######## gpio_axis_reader ########
Figure 1. Sequential cells grouped by signal name (gpio_axis_reader).
Drawn at 6 px/µm. Other sequential cells in the stronger grey, the rest of the logic in the fainter grey.
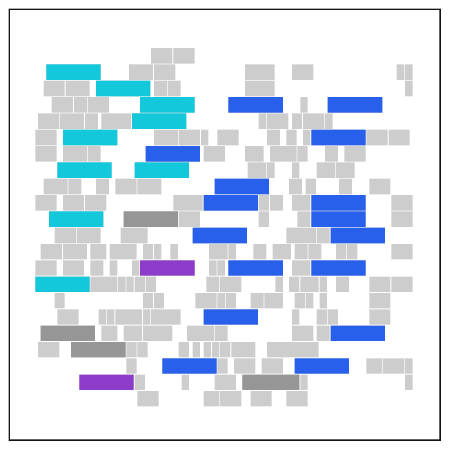

`config.mk`:
```
export PLATFORM = sky130hd
export DESIGN_NAME = gpio_axis_reader
export DESIGN_NICKNAME = d
export VERILOG_FILES = /design/src/rtl/gpio_axis_reader.sv
export SDC_FILE = /design/constraint.sdc
export NUM_CORES = 1
export LEC_CHECK = 0
export ABC_CLOCK_PERIOD_IN_PS = 6000
export CORE_MARGIN = 4
export CORE_UTILIZATION = 40
export DETAILED_ROUTE_END_ITERATION = 10
export PLACE_DENSITY_LB_ADDON = 0.2
export SKIP_LAST_GASP = 1
export SYNTH_ARGS = -nofsm -noshare
export SYNTH_HDL_FRONTEND = slang
export SYNTH_SLANG_ARGS = --single-unit
```
`constraint.sdc`:
```
create_clock -name clk -period 6 [get_ports clk]
set_clock_uncertainty 0.15 [all_clocks]
set_input_delay 0.6 -clock clk [delete_from_list [all_inputs] [get_ports clk]]
set_output_delay 0.6 -clock clk [all_outputs]
set_load 0.005 [all_outputs]
```
`src/rtl/gpio_axis_reader.sv`:
```
// GPIO-to-AXIS read bridge: captures one AXI-stream word into a 16-bit shadow register
// and hands it to software a byte at a time (high byte first) on GPIO read strobes.
module gpio_axis_reader #(
  parameter int unsigned num_bits        = 9,
  parameter int unsigned rd_addr         = 2,
  parameter int unsigned clr_addr        = 3,
  parameter int unsigned gpio_w_clk_bit  = 31,
  parameter int unsigned gpio_addr_start = 30,
  parameter int unsigned gpio_addr_end   = 28
) (
  input  logic                clk,
  input  logic                rst,
  input  logic [31:0]         gpio_in,
  output logic [31:0]         gpio_out,
  input  logic [num_bits-1:0] data_in,
  input  logic                valid,
  output logic                rdy
);

  localparam int unsigned AddrW = gpio_addr_start - gpio_addr_end + 1;

  typedef enum logic [1:0] {StEmpty, StHi, StLo} state_e;

  state_e      state;
  logic        armed;
  logic [15:0] shadow;
  logic        byte_sel;
  logic        underflow;
  logic [15:0] words_read;

  logic             w_clk;
  logic [AddrW-1:0] gpio_addr;
  logic             strobe_rd;
  logic             strobe_clr;
  logic             capture;
  logic [7:0]       out_byte;
  logic             unused_gpio;

  assign w_clk       = gpio_in[gpio_w_clk_bit];
  assign gpio_addr   = gpio_in[gpio_addr_start:gpio_addr_end];
  assign unused_gpio = ^gpio_in;

  always_comb begin
    strobe_rd  = armed && w_clk && (gpio_addr == AddrW'(rd_addr));
    strobe_clr = armed && w_clk && (gpio_addr == AddrW'(clr_addr));
    // rdy is only ever high in EMPTY; the state term just keeps the capture self-evident.
    capture    = valid && rdy && (state == StEmpty);
  end

  always_ff @(posedge clk or negedge rst) begin
    if (!rst) begin
      state      <= StEmpty;
      armed      <= 1'b1;
      shadow     <= 16'h0000;
      byte_sel   <= 1'b0;
      underflow  <= 1'b0;
      words_read <= 16'h0000;
      rdy        <= 1'b0;
    end else begin
      // One event per w_clk pulse: any address disarms, only w_clk low rearms.
      if (w_clk && armed) begin
        armed <= 1'b0;
      end else if (!w_clk) begin
        armed <= 1'b1;
      end

      if (strobe_clr) begin
        underflow  <= 1'b0;
        words_read <= 16'h0000;
      end

      case (state)
        StEmpty: begin
          if (strobe_rd) begin
            underflow <= 1'b1;
          end
          if (capture) begin
            shadow   <= 16'(data_in);
            byte_sel <= 1'b0;
            state    <= StHi;
            rdy      <= 1'b0;
          end else begin
            rdy <= 1'b1;
          end
        end
        StHi: begin
          if (strobe_rd) begin
            byte_sel <= 1'b1;
            state    <= StLo;
          end
        end
        StLo: begin
          if (strobe_rd) begin
            byte_sel   <= 1'b0;
            state      <= StEmpty;
            words_read <= words_read + 16'd1;
            rdy        <= 1'b1;
          end
        end
        default: begin
          state <= StEmpty;
          rdy   <= 1'b0;
        end
      endcase
    end
  end

  always_comb begin
    unique case (state)
      StHi:    out_byte = shadow[15:8];
      StLo:    out_byte = shadow[7:0];
      default: out_byte = 8'h00;
    endcase
    gpio_out = {words_read, 5'b00000, underflow, byte_sel, (state != StEmpty), out_byte};
  end

endmodule

```
######## fetch_bundle_queue ########
**config.mk**
```make
export PLATFORM = sky130hd
export DESIGN_NAME = fetch_bundle_queue
export DESIGN_NICKNAME = d
export VERILOG_FILES = /design/src/rtl/fetch_bundle_queue_pkg.sv /design/src/rtl/fetch_bq_ptr.sv /design/src/rtl/fetch_bundle_queue.sv
export SDC_FILE = /design/constraint.sdc
export NUM_CORES = 2
export LEC_CHECK = 0
export ABC_CLOCK_PERIOD_IN_PS = 39700
export CAP_MARGIN = 5
export CORE_MARGIN = 2
export CORE_UTILIZATION = 40
export DETAILED_ROUTE_END_ITERATION = 7
export PLACE_DENSITY = 0.55
export SYNTH_ARGS = -nofsm -noshare
export SYNTH_HDL_FRONTEND = slang
export SYNTH_SLANG_ARGS = --single-unit
```
**constraint.sdc**
```tcl
create_clock -name core_clock_i -period 39.7 [get_ports core_clock_i]
set_input_delay 7.94 -clock core_clock_i [delete_from_list [all_inputs] [get_ports core_clock_i]]
set_output_delay 7.94 -clock core_clock_i [all_outputs]
set_load 0.02 [all_outputs]
```
**src/rtl/fetch_bundle_queue_pkg.sv**
```systemverilog
// Shared types for the frontend-to-rename bundle queue: BTB info and bundle layout.
package fetch_bundle_queue_pkg;

  localparam int unsigned PC_W  = 30;
  localparam int unsigned BTB_W = 37;
  localparam int unsigned INS_W = 96;

  // MSB-first order matches the frontend's fe_btb_i packing.
  typedef struct packed {
    logic [1:0]      btype;
    logic [1:0]      bm_pred;
    logic [PC_W-1:0] target;
    logic            vld;
    logic            idx;
    logic            way;
  } btb_info_t;

  // Decoded instruction payload, opaque to the queue. From MSB to LSB it holds
  // port, types, opcodes, regs, imm, props, hint and exception fields.
  typedef logic [INS_W-1:0] ins_t;

  typedef struct packed {
    ins_t            ins0;
    ins_t            ins1;
    logic            ins1_valid;
    logic [PC_W-1:0] pc;
    btb_info_t       btb;
  } bundle_t;

endpackage

```
**src/rtl/fetch_bq_ptr.sv**
```systemverilog
// Wrap-bit read/write pointer pair with full, empty and occupancy for power-of-two queues.
module fetch_bq_ptr #(
  parameter int unsigned C_DEPTH = 8
) (
  input  logic                       clk,
  input  logic                       rst,
  input  logic                       flush,
  input  logic                       push,
  input  logic                       pop,
  output logic                       full_c,
  output logic                       empty_c,
  output logic [$clog2(C_DEPTH)-1:0] wr_idx_c,
  output logic [$clog2(C_DEPTH)-1:0] rd_idx_c,
  output logic [$clog2(C_DEPTH):0]   occupancy_c
);

  localparam int unsigned IDX_W = $clog2(C_DEPTH);
  localparam int unsigned PTR_W = IDX_W + 1;

  logic [PTR_W-1:0] wr_ptr_q;
  logic [PTR_W-1:0] rd_ptr_q;

  always_ff @(posedge clk) begin
    if (rst || flush) begin
      wr_ptr_q <= '0;
      rd_ptr_q <= '0;
    end else begin
      if (push) wr_ptr_q <= wr_ptr_q + PTR_W'(1);
      if (pop)  rd_ptr_q <= rd_ptr_q + PTR_W'(1);
    end
  end

  // Same index with opposite wrap bits means the writer has lapped the reader.
  always_comb begin
    empty_c     = (wr_ptr_q == rd_ptr_q);
    full_c      = (wr_ptr_q[IDX_W-1:0] == rd_ptr_q[IDX_W-1:0]) &&
                  (wr_ptr_q[PTR_W-1] != rd_ptr_q[PTR_W-1]);
    wr_idx_c    = wr_ptr_q[IDX_W-1:0];
    rd_idx_c    = rd_ptr_q[IDX_W-1:0];
    occupancy_c = PTR_W'(wr_ptr_q - rd_ptr_q);
  end

endmodule

```
**src/rtl/fetch_bundle_queue.sv**
```systemverilog
// Decoupling FIFO between decoded frontend bundles and rename; first-word-fall-through head.
module fetch_bundle_queue
  import fetch_bundle_queue_pkg::*;
#(
  parameter int unsigned C_DEPTH  = 8,
  parameter int unsigned C_INS_W  = INS_W,
  parameter int unsigned C_PERF_W = 32
) (
  input  logic                       core_clock_i,
  input  logic                       core_reset_i,
  input  logic                       core_flush_i,
  input  logic                       fe_valid_i,
  input  logic [C_INS_W-1:0]         fe_ins0_i,
  input  logic [C_INS_W-1:0]         fe_ins1_i,
  input  logic                       fe_ins1_valid_i,
  input  logic [PC_W-1:0]            fe_pc_i,
  input  logic [BTB_W-1:0]           fe_btb_i,
  output logic                       fe_busy_o,
  output logic                       rn_valid_o,
  output logic [C_INS_W-1:0]         rn_ins0_o,
  output logic [C_INS_W-1:0]         rn_ins1_o,
  output logic                       rn_ins1_valid_o,
  output logic [PC_W-1:0]            rn_pc_o,
  output logic [BTB_W-1:0]           rn_btb_o,
  input  logic                       rn_busy_i,
  output logic [$clog2(C_DEPTH):0]   occupancy_o,
  output logic [C_PERF_W-1:0]        perf_full_cycles_o
);

  localparam int unsigned IDX_W = $clog2(C_DEPTH);

  // Same layout as bundle_t, but with the instruction width following C_INS_W.
  typedef struct packed {
    logic [C_INS_W-1:0] ins0;
    logic [C_INS_W-1:0] ins1;
    logic               ins1_valid;
    logic [PC_W-1:0]    pc;
    btb_info_t          btb;
  } entry_t;

  entry_t             mem [C_DEPTH];
  entry_t             wr_entry;
  entry_t             head;
  logic               full;
  logic               empty;
  logic               push;
  logic               pop;
  logic [IDX_W-1:0]   wr_idx;
  logic [IDX_W-1:0]   rd_idx;
  logic [C_PERF_W-1:0] perf_q;

  fetch_bq_ptr #(
    .C_DEPTH (C_DEPTH)
  ) u_ptr (
    .clk         (core_clock_i),
    .rst         (core_reset_i),
    .flush       (core_flush_i),
    .push        (push),
    .pop         (pop),
    .full_c      (full),
    .empty_c     (empty),
    .wr_idx_c    (wr_idx),
    .rd_idx_c    (rd_idx),
    .occupancy_c (occupancy_o)
  );

  // A full queue refuses the push even if it pops this cycle.
  always_comb begin
    push = fe_valid_i && !full && !core_flush_i;
    pop  = !empty && !rn_busy_i && !core_flush_i;

    wr_entry            = '0;
    wr_entry.ins0       = fe_ins0_i;
    wr_entry.ins1       = fe_ins1_i;
    wr_entry.ins1_valid = fe_ins1_valid_i;
    wr_entry.pc         = fe_pc_i;
    wr_entry.btb        = btb_info_t'(fe_btb_i);
  end

  // Storage carries no reset; only the pointers define what is valid.
  always_ff @(posedge core_clock_i) begin
    if (push) mem[wr_idx] <= wr_entry;
  end

  always_ff @(posedge core_clock_i) begin
    if (core_reset_i) begin
      perf_q <= '0;
    end else if (full && (perf_q != '1)) begin
      perf_q <= perf_q + C_PERF_W'(1);
    end
  end

  always_comb begin
    head               = mem[rd_idx];
    fe_busy_o          = full;
    rn_valid_o         = !empty;
    rn_ins0_o          = head.ins0;
    rn_ins1_o          = head.ins1;
    rn_ins1_valid_o    = head.ins1_valid;
    rn_pc_o            = head.pc;
    rn_btb_o           = BTB_W'(head.btb);
    perf_full_cycles_o = perf_q;
  end

endmodule

```
######## vend_sequencer_flat ########
**src/rtl/vend_sequencer_if.sv**
```systemverilog
// Handshake and status bundle between the vending sequencer (master) and the
// coin front end / actuator drivers (slave). vend_fault exists only with VEND_WATCHDOG_EN.
interface vend_sequencer_if #(
    parameter int CREDIT_W = 4
);
    logic [1:0]          coin;
    logic                cancel;
    logic                vend_req;
    logic                vend_ack;
    logic                pay_req;
    logic                pay_ack;
    logic [CREDIT_W-1:0] credit;
    logic                product;
    logic                coin_reject;
    logic                busy;
`ifdef VEND_WATCHDOG_EN
    logic                vend_fault;

    modport master (
        input  coin, cancel, vend_ack, pay_ack,
        output vend_req, pay_req, credit, product, coin_reject, busy, vend_fault
    );
    modport slave (
        output coin, cancel, vend_ack, pay_ack,
        input  vend_req, pay_req, credit, product, coin_reject, busy, vend_fault
    );
`else
    modport master (
        input  coin, cancel, vend_ack, pay_ack,
        output vend_req, pay_req, credit, product, coin_reject, busy
    );
    modport slave (
        output coin, cancel, vend_ack, pay_ack,
        input  vend_req, pay_req, credit, product, coin_reject, busy
    );
`endif
endinterface

```
**src/rtl/vend_sequencer.sv**
```systemverilog
// Vending transaction controller: coin credit, handshaked vend and one-coin change payout,
// inactivity refund. Define VEND_WATCHDOG_EN for the vend-ack watchdog and vend_fault pulse.
module vend_sequencer #(
    parameter int PRICE      = 3,
    parameter int TIMEOUT    = 15,
    parameter int MAX_CREDIT = 15,
    parameter int CREDIT_W   = 4
) (
    input  logic             clk,
    input  logic             reset,
    vend_sequencer_if.master bus
);
    typedef enum logic [1:0] {IDLE, COLLECT, VEND, PAYOUT} state_t;

    localparam int                  CNT_W    = $clog2(TIMEOUT + 1);
    localparam logic [CREDIT_W-1:0] PRICE_C  = CREDIT_W'(PRICE);
    localparam logic [CREDIT_W-1:0] ONE_C    = CREDIT_W'(1);
    localparam logic [CREDIT_W:0]   MAX_X    = (CREDIT_W + 1)'(MAX_CREDIT);
    localparam logic [CNT_W-1:0]    CNT_LAST = CNT_W'(TIMEOUT - 1);

    state_t              state;
    logic [CREDIT_W-1:0] credit_q;
    logic [CNT_W-1:0]    idle_cnt;
    logic                vend_req_q;
    logic                pay_req_q;
    logic                product_q;
    logic                coin_reject_q;
    logic                busy_q;
`ifdef VEND_WATCHDOG_EN
    logic [CNT_W-1:0]    wd_cnt;
    logic                vend_fault_q;
`endif

    logic [CREDIT_W:0]   coin_val;
    logic [CREDIT_W:0]   sum;
    logic                coin_hit;
    logic                fits;
    logic [CREDIT_W-1:0] credit_upd;

    always_comb begin
        // NOTE: default first so every path assigns coin_val and no latch is inferred.
        coin_val = '0;
        case (bus.coin)
            2'd1:    coin_val = (CREDIT_W + 1)'(1);
            2'd2:    coin_val = (CREDIT_W + 1)'(2);
            2'd3:    coin_val = (CREDIT_W + 1)'(5);
            default: coin_val = '0;
        endcase
    end

    assign coin_hit   = (bus.coin != 2'd0);
    assign sum        = {1'b0, credit_q} + coin_val;
    assign fits       = (sum <= MAX_X);
    assign credit_upd = (coin_hit && fits) ? sum[CREDIT_W-1:0] : credit_q;

    always_ff @(posedge clk) begin
        if (reset) begin
            state         <= IDLE;
            credit_q      <= '0;
            idle_cnt      <= '0;
            vend_req_q    <= 1'b0;
            pay_req_q     <= 1'b0;
            product_q     <= 1'b0;
            coin_reject_q <= 1'b0;
            busy_q        <= 1'b0;
`ifdef VEND_WATCHDOG_EN
            wd_cnt        <= '0;
            vend_fault_q  <= 1'b0;
`endif
        end else begin
            product_q     <= 1'b0;
            coin_reject_q <= 1'b0;
`ifdef VEND_WATCHDOG_EN
            vend_fault_q  <= 1'b0;
            if (state != VEND) wd_cnt <= '0;
`endif
            case (state)
                IDLE: begin
                    if (coin_hit) begin
                        if (fits) begin
                            credit_q <= credit_upd;
                            idle_cnt <= '0;
                            state    <= COLLECT;
                        end else begin
                            coin_reject_q <= 1'b1;
                        end
                    end
                end

                COLLECT: begin
                    if (bus.cancel) begin
                        coin_reject_q <= coin_hit;
                        pay_req_q     <= 1'b1;
                        busy_q        <= 1'b1;
                        state         <= PAYOUT;
                    end else if (credit_upd >= PRICE_C) begin
                        credit_q      <= credit_upd;
                        coin_reject_q <= coin_hit && !fits;
                        vend_req_q    <= 1'b1;
                        busy_q        <= 1'b1;
                        state         <= VEND;
                    end else if (coin_hit) begin
                        credit_q <= credit_upd;
                        if (fits) idle_cnt <= '0;
                        else      coin_reject_q <= 1'b1;
                    end else if (idle_cnt == CNT_LAST) begin
                        pay_req_q <= 1'b1;
                        busy_q    <= 1'b1;
                        state     <= PAYOUT;
                    end else begin
                        idle_cnt <= idle_cnt + CNT_W'(1);
                    end
                end

                VEND: begin
                    coin_reject_q <= coin_hit;
                    if (bus.vend_ack && vend_req_q) begin
                        vend_req_q <= 1'b0;
                        product_q  <= 1'b1;
                        credit_q   <= credit_q - PRICE_C;
                        if (credit_q != PRICE_C) begin
                            pay_req_q <= 1'b1;
                            state     <= PAYOUT;
                        end else begin
                            busy_q <= 1'b0;
                            state  <= IDLE;
                        end
                    end
`ifdef VEND_WATCHDOG_EN
                    // Motor never answered: abandon the vend and refund everything.
                    else if (wd_cnt == CNT_LAST) begin
                        vend_req_q   <= 1'b0;
                        vend_fault_q <= 1'b1;
                        pay_req_q    <= 1'b1;
                        state        <= PAYOUT;
                    end else begin
                        wd_cnt <= wd_cnt + CNT_W'(1);
                    end
`endif
                end

                PAYOUT: begin
                    coin_reject_q <= coin_hit;
                    if (pay_req_q) begin
                        if (bus.pay_ack) begin
                            pay_req_q <= 1'b0;
                            credit_q  <= (credit_q != '0) ? credit_q - ONE_C : '0;
                            if (credit_q <= ONE_C) begin
                                busy_q <= 1'b0;
                                state  <= IDLE;
                            end
                        end
                    end else if (credit_q != '0) begin
                        pay_req_q <= 1'b1;
                    end else begin
                        busy_q <= 1'b0;
                        state  <= IDLE;
                    end
                end

                default: state <= IDLE;
            endcase
        end
    end

    assign bus.vend_req    = vend_req_q;
    assign bus.pay_req     = pay_req_q;
    assign bus.credit      = credit_q;
    assign bus.product     = product_q;
    assign bus.coin_reject = coin_reject_q;
    assign bus.busy        = busy_q;
`ifdef VEND_WATCHDOG_EN
    assign bus.vend_fault  = vend_fault_q;
`endif
endmodule
```
**src/flat_wrapper.sv**
```systemverilog
// flat-port wrapper written by rule: the top's interface ports become plain ports
module vend_sequencer_flat 
#(
    parameter int PRICE      = 3,
    parameter int TIMEOUT    = 15,
    parameter int MAX_CREDIT = 15,
    parameter int CREDIT_W   = 4
)
  (clk, reset, bus_coin, bus_cancel, bus_vend_ack, bus_pay_ack, bus_vend_req, bus_pay_req, bus_credit, bus_product, bus_coin_reject, bus_busy);
  vend_sequencer_if #(.CREDIT_W(CREDIT_W)) bus_i ();
  input  logic clk;
  input  logic reset;
  input wire logic [$bits(bus_i.coin)-1:0] bus_coin;
  input wire logic [$bits(bus_i.cancel)-1:0] bus_cancel;
  input wire logic [$bits(bus_i.vend_ack)-1:0] bus_vend_ack;
  input wire logic [$bits(bus_i.pay_ack)-1:0] bus_pay_ack;
  output wire logic [$bits(bus_i.vend_req)-1:0] bus_vend_req;
  output wire logic [$bits(bus_i.pay_req)-1:0] bus_pay_req;
  output wire logic [$bits(bus_i.credit)-1:0] bus_credit;
  output wire logic [$bits(bus_i.product)-1:0] bus_product;
  output wire logic [$bits(bus_i.coin_reject)-1:0] bus_coin_reject;
  output wire logic [$bits(bus_i.busy)-1:0] bus_busy;
  assign bus_i.coin = bus_coin;
  assign bus_i.cancel = bus_cancel;
  assign bus_i.vend_ack = bus_vend_ack;
  assign bus_i.pay_ack = bus_pay_ack;
  assign bus_vend_req = bus_i.vend_req;
  assign bus_pay_req = bus_i.pay_req;
  assign bus_credit = bus_i.credit;
  assign bus_product = bus_i.product;
  assign bus_coin_reject = bus_i.coin_reject;
  assign bus_busy = bus_i.busy;
  vend_sequencer #(.PRICE(PRICE), .TIMEOUT(TIMEOUT), .MAX_CREDIT(MAX_CREDIT), .CREDIT_W(CREDIT_W)) u_core (.clk(clk), .reset(reset), .bus(bus_i));
endmodule
```
**config.mk**
```make
export PLATFORM = sky130hd
export DESIGN_NAME = vend_sequencer_flat
export DESIGN_NICKNAME = d
export VERILOG_FILES = /design/src/rtl/vend_sequencer_if.sv /design/src/rtl/vend_sequencer.sv /design/src/flat_wrapper.sv
export SDC_FILE = /design/constraint.sdc
export NUM_CORES = 1
export LEC_CHECK = 0
export CORE_MARGIN = 3
export CORE_UTILIZATION = 45
export CTS_CLUSTER_SIZE = 10
export DETAILED_ROUTE_END_ITERATION = 16
export PLACE_DENSITY = 0.67
export SYNTH_ARGS = -nofsm -noshare
export SYNTH_HDL_FRONTEND = slang
export SYNTH_SLANG_ARGS = --single-unit
```
**constraint.sdc**
```tcl
create_clock -name clk -period 2.6 [get_ports clk]
set_input_delay 0.52 -clock clk [delete_from_list [all_inputs] [get_ports clk]]
set_output_delay 0.52 -clock clk [all_outputs]
set_load 0.01 [all_outputs]
```
Figure 2. Supply network (vend_sequencer_flat).
Drawn at 6 px/µm. Pins as bars on the die edge. Tap cells in grey.
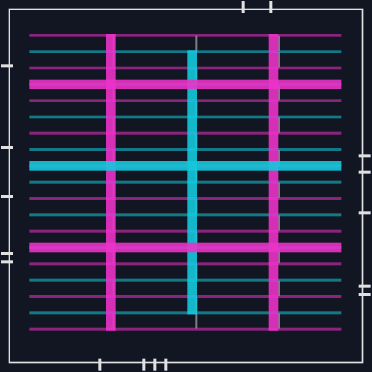
legend:
  VDD:
    colour: cyan
  VSS:
    colour: magenta
met5 straps: 3
signal pins: 16
met1 rails: 19
rows: 18
tap cells: 30

==> design notes, vend_sequencer_flat <==
For this design, the CTS-stage hold fixing added 0 buffers. The global router reports that the layer with the highest usage is met2. In this build the clock could be raised as far as 396.5 MHz. The commonest non-fill, non-tap cell in the layout was sky130_fd_sc_hd__buf_4. The most critical setup path has its endpoint at u_core.bus.busy$_SDFFE_PP0P_. The cell that appears most often on the critical path is sky130_fd_sc_hd__buf_4.

The total clock buffers created by CTS was 3; the instance area after placement was 1544 µm². In the routed design, unresolved DRC markers number 0. In the CTS report, the clock slew at the register clock pins of the worst setup and hold paths is listed as 100 ps. Summing all non-filler instances in the final layout gives an area of 1629 µm². Area occupied by multi-input gates: 937.1 µm². The chip area line in the Yosys stat output reads 1246 µm².

The worst-case register-to-register setup slack is 360 ps. The congestion estimate from routability-driven global placement came to 0.8903. The average detailed-routed wire length per instance was 14.82 µm.

In the final report, the number of endpoints failing setup comes to 0. For the number of warnings issued by yosys, the log shows 0. The sequential cell area fraction in the yosys report is 24.10%. Looking at the VDD voltage map, the peak drop is 0.0006244 V. The depth of the worst register-to-register path is 7, and the net count entering floorplan is 165. For the count of distinct cell types in the synthesized netlist, the log shows 53. Per the Yosys statistics, synthesis produced 149 cells. Once iteration 0 of detailed routing completed, the report listed 38 DRC markers.

The biggest power consumer among the groups was combinational logic. The critical path depth in cells was 10; the relative area of non-clock buffer cells in the final design was 17.97%. TritonCTS reports the number of clock sinks as 15. By instance count after routing, the leading logic cell types are sky130_fd_sc_hd__buf_4, sky130_fd_sc_hd__clkdlybuf4s50_1, sky130_fd_sc_hd__dfxtp_1. The leading cell category by total area is multi-input combinational cells. The via count of the first global-routing pass is 1208. The critical path in this run is classified as primary input to register. The cell at the root of the clock tree is sky130_fd_sc_hd__clkbuf_4. Worst slack at placement: -256.3 ps. Relative area change from synthesis to final layout: 30.72%. The tools report the element type at the critical path start as a primary input. The H-tree depth is 1, and the final antenna-violating net count is 0. The tools report the layout filler cell count as 226. The flow ran to the end, and the final reports show no timing, DRC or antenna violations.

The fraction of cell area in multi-input combinational cells is reported as 57.53%. The worst register-to-register path begins at u_core.bus.credit[1]$_SDFFE_PP0P_. Most frequent cell after synthesis: sky130_fd_sc_hd__dfxtp_1.

Switching power as a fraction of the total was reported as 45.19%. The full die area was 3437 µm². For this block, the via count after detailed routing is 1265. The tools report the switching power of the nets as 0.6972 mW.

The final power report lists total power as 1.543 mW. For met2 alone, demand over resource in global routing was 33.01%. Post-synth the commonest register cell is sky130_fd_sc_hd__dfxtp_1. In the finished design, the share of the clock period the worst path needs comes to 97.01%. The number of sequential storage elements is 15. Looking at the power breakdown, sequential logic takes 25.4% of the total. With the count of pins over their slew limit at 0, the detailed route wirelength on metal2 is 1.484 mm.
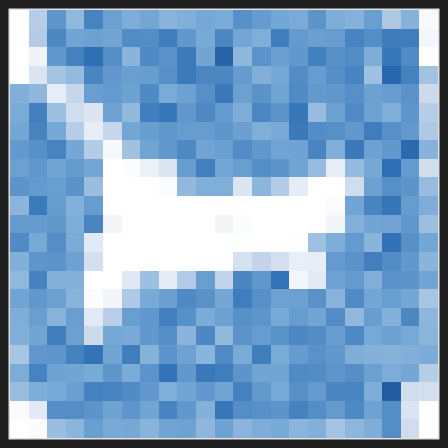
Figure 3: fetch_bundle_queue, local utilization.
23 x 23 tiles, from white (low) to dark blue (high), 0 to 100% covered.
fullest tile: 82%
mean over tiles: 45%
emptiest ninth of the die: middle

Figure 4. Sequential cells grouped by signal name (fetch_bundle_queue).
Drawn at 1 px/µm. Other sequential cells in the stronger grey, the rest of the logic in the fainter grey.
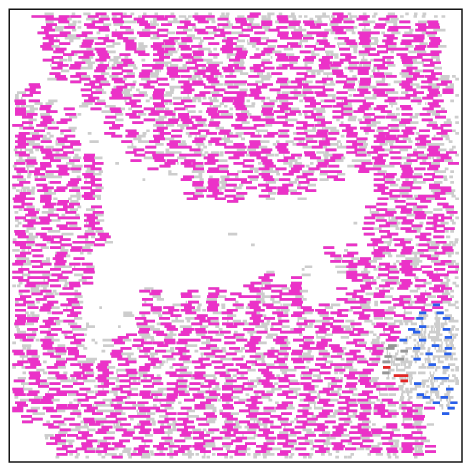
legend:
  perf_full_cycles_o:
    colour: blue
    flops: 32
    where: bottom right
  u_ptr.wr_ptr_q:
    colour: red
    flops: 4
    where: bottom right
  mem:
    colour: magenta
    flops: 2080
    where: all over the die
not coloured: 7
sequential share of cell area: 66.06%
sequential power: 2.48 mW
area occupied by registers: 63330 µm²
final standard cell utilization of the core: 48.11%

==> design notes, fetch_bundle_queue <==
The logs give 0 for the final antenna-violating net count and 4.589 mW for the total chip power. The first-pass GRT wire length was 263.5 mm. Internal power summed over all cells: 3.678 mW. Critical-path cell with the highest stage delay: sky130_fd_sc_hd__dfxtp_4. Among the non-sequential cells, multiplexers take the most area. TritonCTS built the clock tree.

The number of combinational gates with multiple inputs was 994. For the combinational cell fraction of total power, the log shows 3.1%. The kind of cell with the highest combined delay along the critical path is buffers and inverters.

The run gives 2123 for the register bit count reported by yosys. Hold timing on the final database bottoms out at a slack of 514.5 ps. The path category of the worst min-delay check was register to register. Post-CTS timing repair inserted 0 buffers for setup. Derived from the worst setup path, the maximum achievable clock frequency is 67.37 MHz. The final antenna diode tally reported by the flow is 13. The slew of the pin with the lowest slew margin works out to 1141 ps. The area taken by multi-input combinational cells is reported as 16030 µm². The tools report the worst setup path endpoint as rn_ins1_o[41]. Per the CTS log, the maximum H-tree level is 4.

For this design the total switching power over the nets is 0.9119 mW. For reference, the clock transition at the flip-flops on the worst setup and hold paths is 60 ps. After detailed routing, the wire length on met1 is 74.87 mm. The report lists the power per cell area as 47.87 nW/µm². The tools report the weighted congestion at the end of routability-driven global placement as 0.7482. The setup path with the least slack is of type register to output port. The routed layout reports a DRC error count of 0.

Delay of the slowest cell on the worst path: 970 ps. The number of DRC violations after detailed-routing iteration 0 was 2480. In this run the tool buffered the top-level ports with 562 buffer cells. The synthesized instance count is 3284. The most frequent cell after synthesis was sky130_fd_sc_hd__edfxtp_1. The count of pins over their slew limit came out at 0. Per the layout area report, the combinational fraction of cell area is 16.72%.

The CTS log lists the clock sinks for this run as 2123. Uppermost layer routed: met5. Async set or reset register ratio after synthesis: 0%.

With the count of endpoints failing hold in the final timing report at 0, the portion of the clock cycle consumed by the worst path in the final layout is 37.39%. After detailed routing, the number of vias per cell comes to 5.294. met2 is the most crowded layer. The number of gates resized after CTS was 0. Cell occurring most often along the worst timing path: sky130_fd_sc_hd__buf_4.

Checking max transition, the worst relative margin is 23.94%. The instance area after placement came out at 88960 µm². The number of flip-flops under the largest register name is 2080. For this design, the CTS-stage hold fixing added 0 buffers. For the clock share of power, the log shows 42.9%. Entering global routing, the biggest net connects 129 pins. Critical path arrival: 6900 ps. The flow ran to the end, and the final reports show no timing, DRC or antenna violations.

For this run, the chip area from Yosys synthesis comes to 80000 µm². The sequential group share of total power came out at 54.0%.
Figure 5. Local utilization (gpio_axis_reader).
Drawn at 4 px/µm. 7 x 7 tiles, from white (low) to dark blue (high), 0 to 100% covered.
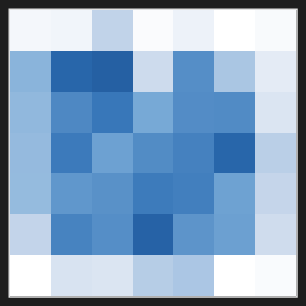
densest ninth of the die: middle
mean over tiles: 41%
emptiest ninth of the die: top right
nearly empty tiles: 6.1%

Figure 6. Supply network (gpio_axis_reader).
Drawn at 4 px/µm. Pins as bars on the die edge. Tap cells in grey.
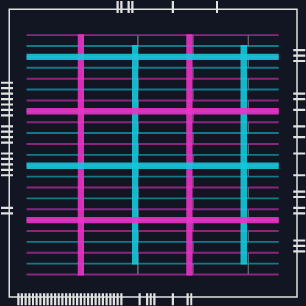
legend:
  VSS:
    colour: magenta
  VDD:
    colour: cyan
rows: 22
met1 rails: 23

Notes on Figure 1 above:
legend:
  shadow:
    colour: cyan
    flops: 9
  state:
    colour: purple
    flops: 2
  words_read:
    colour: blue
    flops: 16
not coloured: 4

==> design notes, gpio_axis_reader <==
On met3, the global router reports a usage of 5.470%. With the critical path depth in cells at 5, the count of clock-net buffers in the final layout is 8. The commonest non-fill, non-tap cell in the layout was sky130_fd_sc_hd__clkdlybuf4s50_1.

Launching element of the worst setup path: state[0]$_DFFE_PN0P_. Wire segments on met3 add up to 289 µm in the final route. The run gives 250 as the count of placed standard cells in the final layout, fillers left out. The registers reported with the highest flop counts are words_read: 16 flops, shadow: 9 flops, state: 2 flops.

The most frequent cell after synthesis is sky130_fd_sc_hd__dfrtp_1. The run gives 250 for the net total in the final layout. The clock latency of the later-clocked register in the worst-skew pair was 280 ps; the area occupied by multi-input gates was 759.5 µm². The largest cell class by area is registers. Looking at the clock tree report, the H-tree level count equals 2.

The flow reports that sequential cells draw 45.3% of the design power. For the first-pass GRT wire length, the log shows 5.851 mm. The synthesis run identifies the leading combinational cell family as simple AND/OR/NAND/NOR gates. Looking at the power breakdown, combinational cells take 25.2% of the total. The most common logic cells in the final layout are sky130_fd_sc_hd__clkdlybuf4s50_1, sky130_fd_sc_hd__dfrtp_1, sky130_fd_sc_hd__nand2_1. The detailed route wirelength on metal2 is 1.660 mm. The final power report lists total power as 0.6106 mW. The worst setup path endpoint was gpio_out[0]. The die is 71.57 µm tall.

TritonCTS built the clock tree. In this design, the largest share of critical-path delay is due to buffers and inverters. In this run, the synthesized area fraction spent on AND-OR/OR-AND gates is recorded as 9.675%. The synthesized design contains 0 enable-type register cells. STA classifies the critical path startpoint as a register. The run gives 18.40% for the met1 routing resource usage after global routing.

The relative area change from synthesis to final layout is 33.44%, and the proportion of cell area spent on the clock network is 4.640%. Floorplan core density: 42.87%. Ranked by power, first place goes to registers. Number of flip-flops under the largest register name: 16. Sorting the synthesized cells by how often they occur yields sky130_fd_sc_hd__dfrtp_1, sky130_fd_sc_hd__nand2_1, sky130_fd_sc_hd__a21oi_1, sky130_fd_sc_hd__and2_1, sky130_fd_sc_hd__mux2_2. The maximum clock frequency is 352.7 MHz. The clock share of power was 29.5%.

With the number of clock sinks at 31, the final wirelength is 3.447 mm. The logs give 242 for the total instance count after detailed placement and 156 for the instance tally after logic synthesis. The flow ran to the end, and the final reports show no timing, DRC or antenna violations.

At the end of the flow the core is filled with cells to 57.20%. The tools report the element type at the critical path end as an output port. The cell depth of the worst hold path came out at 1. The area fraction in full adders, half adders and majority gates is 3.870%.

Per the detail_route report, vias per standard cell equal 5.212. The most congested layer reported by global routing was met2. Per report_power, the Sequential row totals 0.277 mW. The share of synthesized area in the top cell type comes to 46.44%. For the critical path arrival, the log shows 2090 ps.

The number of antenna violations at the first check in global routing is 0. The synthesized area per cell is 10.36 µm². The portion of the clock cycle consumed by the worst path in the final layout was 47.26%; the sum of net half-perimeters after detailed placement was 2.509 mm. The total number of vias was 1303. The classification of the worst setup path is register to output port.

According to the floorplan report, the placeable core area is 3771 µm².

==> layout pictures side by side <==
Wiring by layer.
(a)
Drawn at 1 px/µm.
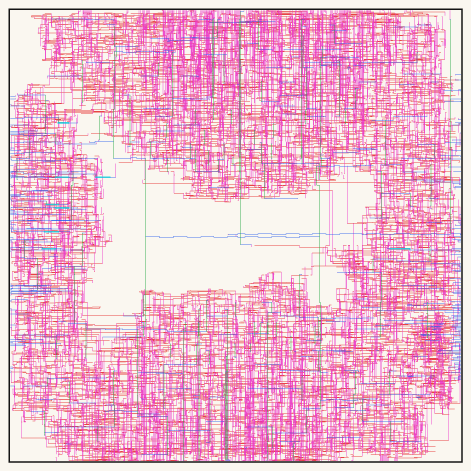
(b)
Drawn at 8 px/µm.
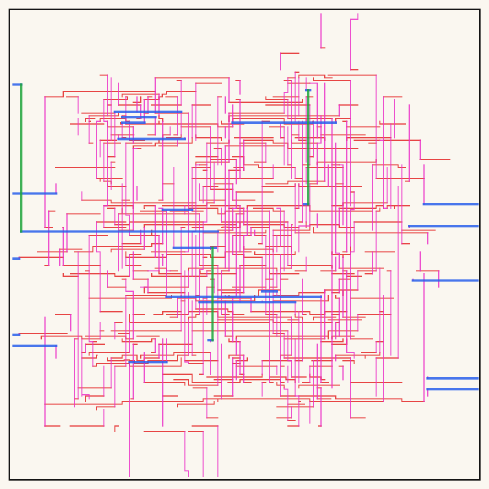
(c)
Drawn at 6 px/µm.
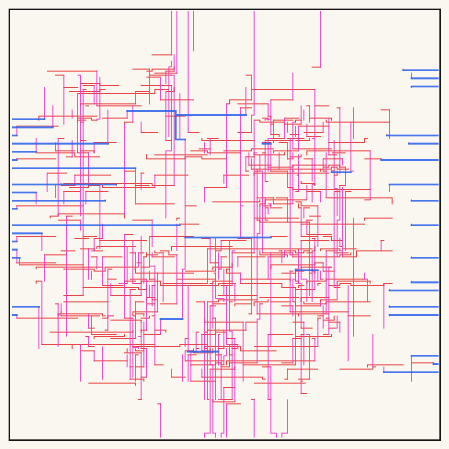
(a) -> fetch_bundle_queue
(c) -> gpio_axis_reader
(b) -> vend_sequencer_flat

Key to (c):
legend:
  M2:
    colour: magenta
    wire_length: 1660 µm
  M3:
    colour: blue
    wire_length: 290 µm
  M1:
    colour: red
    wire_length: 1500 µm



## Gallery

Clock nets.
picture 1
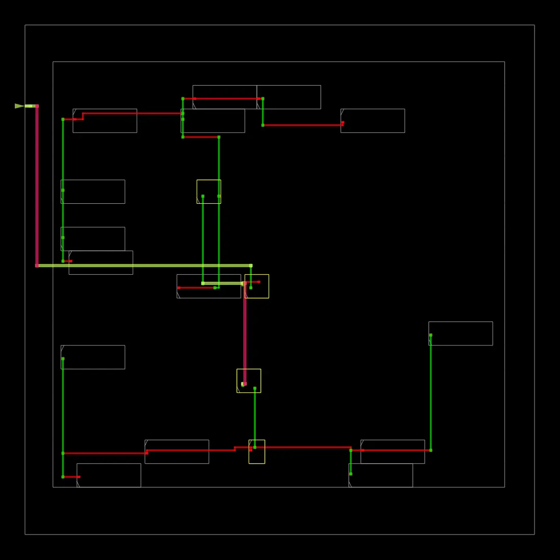
picture 2
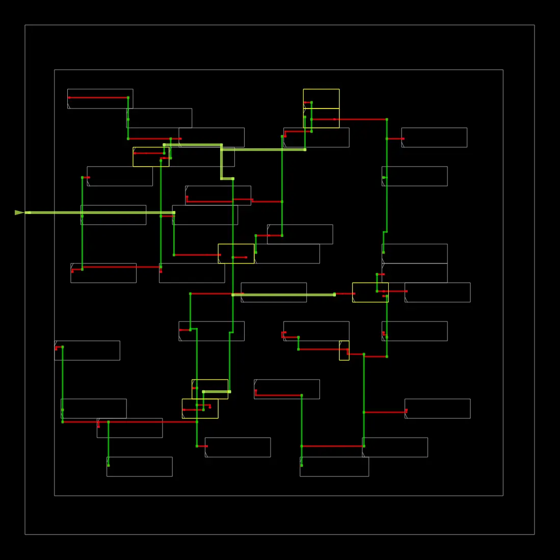
picture 3
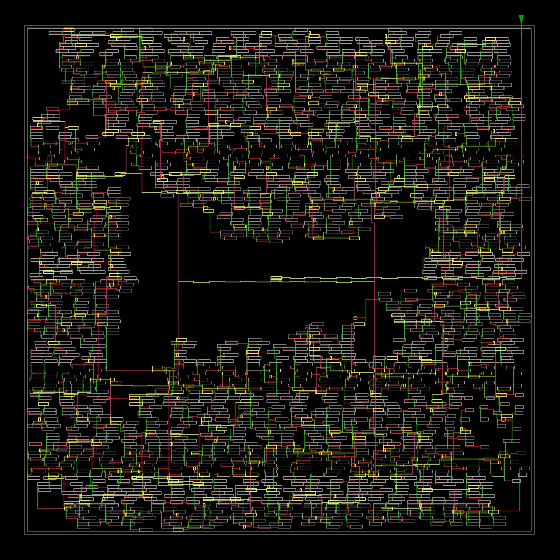
Of these, fewest clock buffers: picture 1
- gpio_axis_reader = picture 2
- fetch_bundle_queue = picture 3
- vend_sequencer_flat = picture 1

Power and IR drop assume default switching activity.
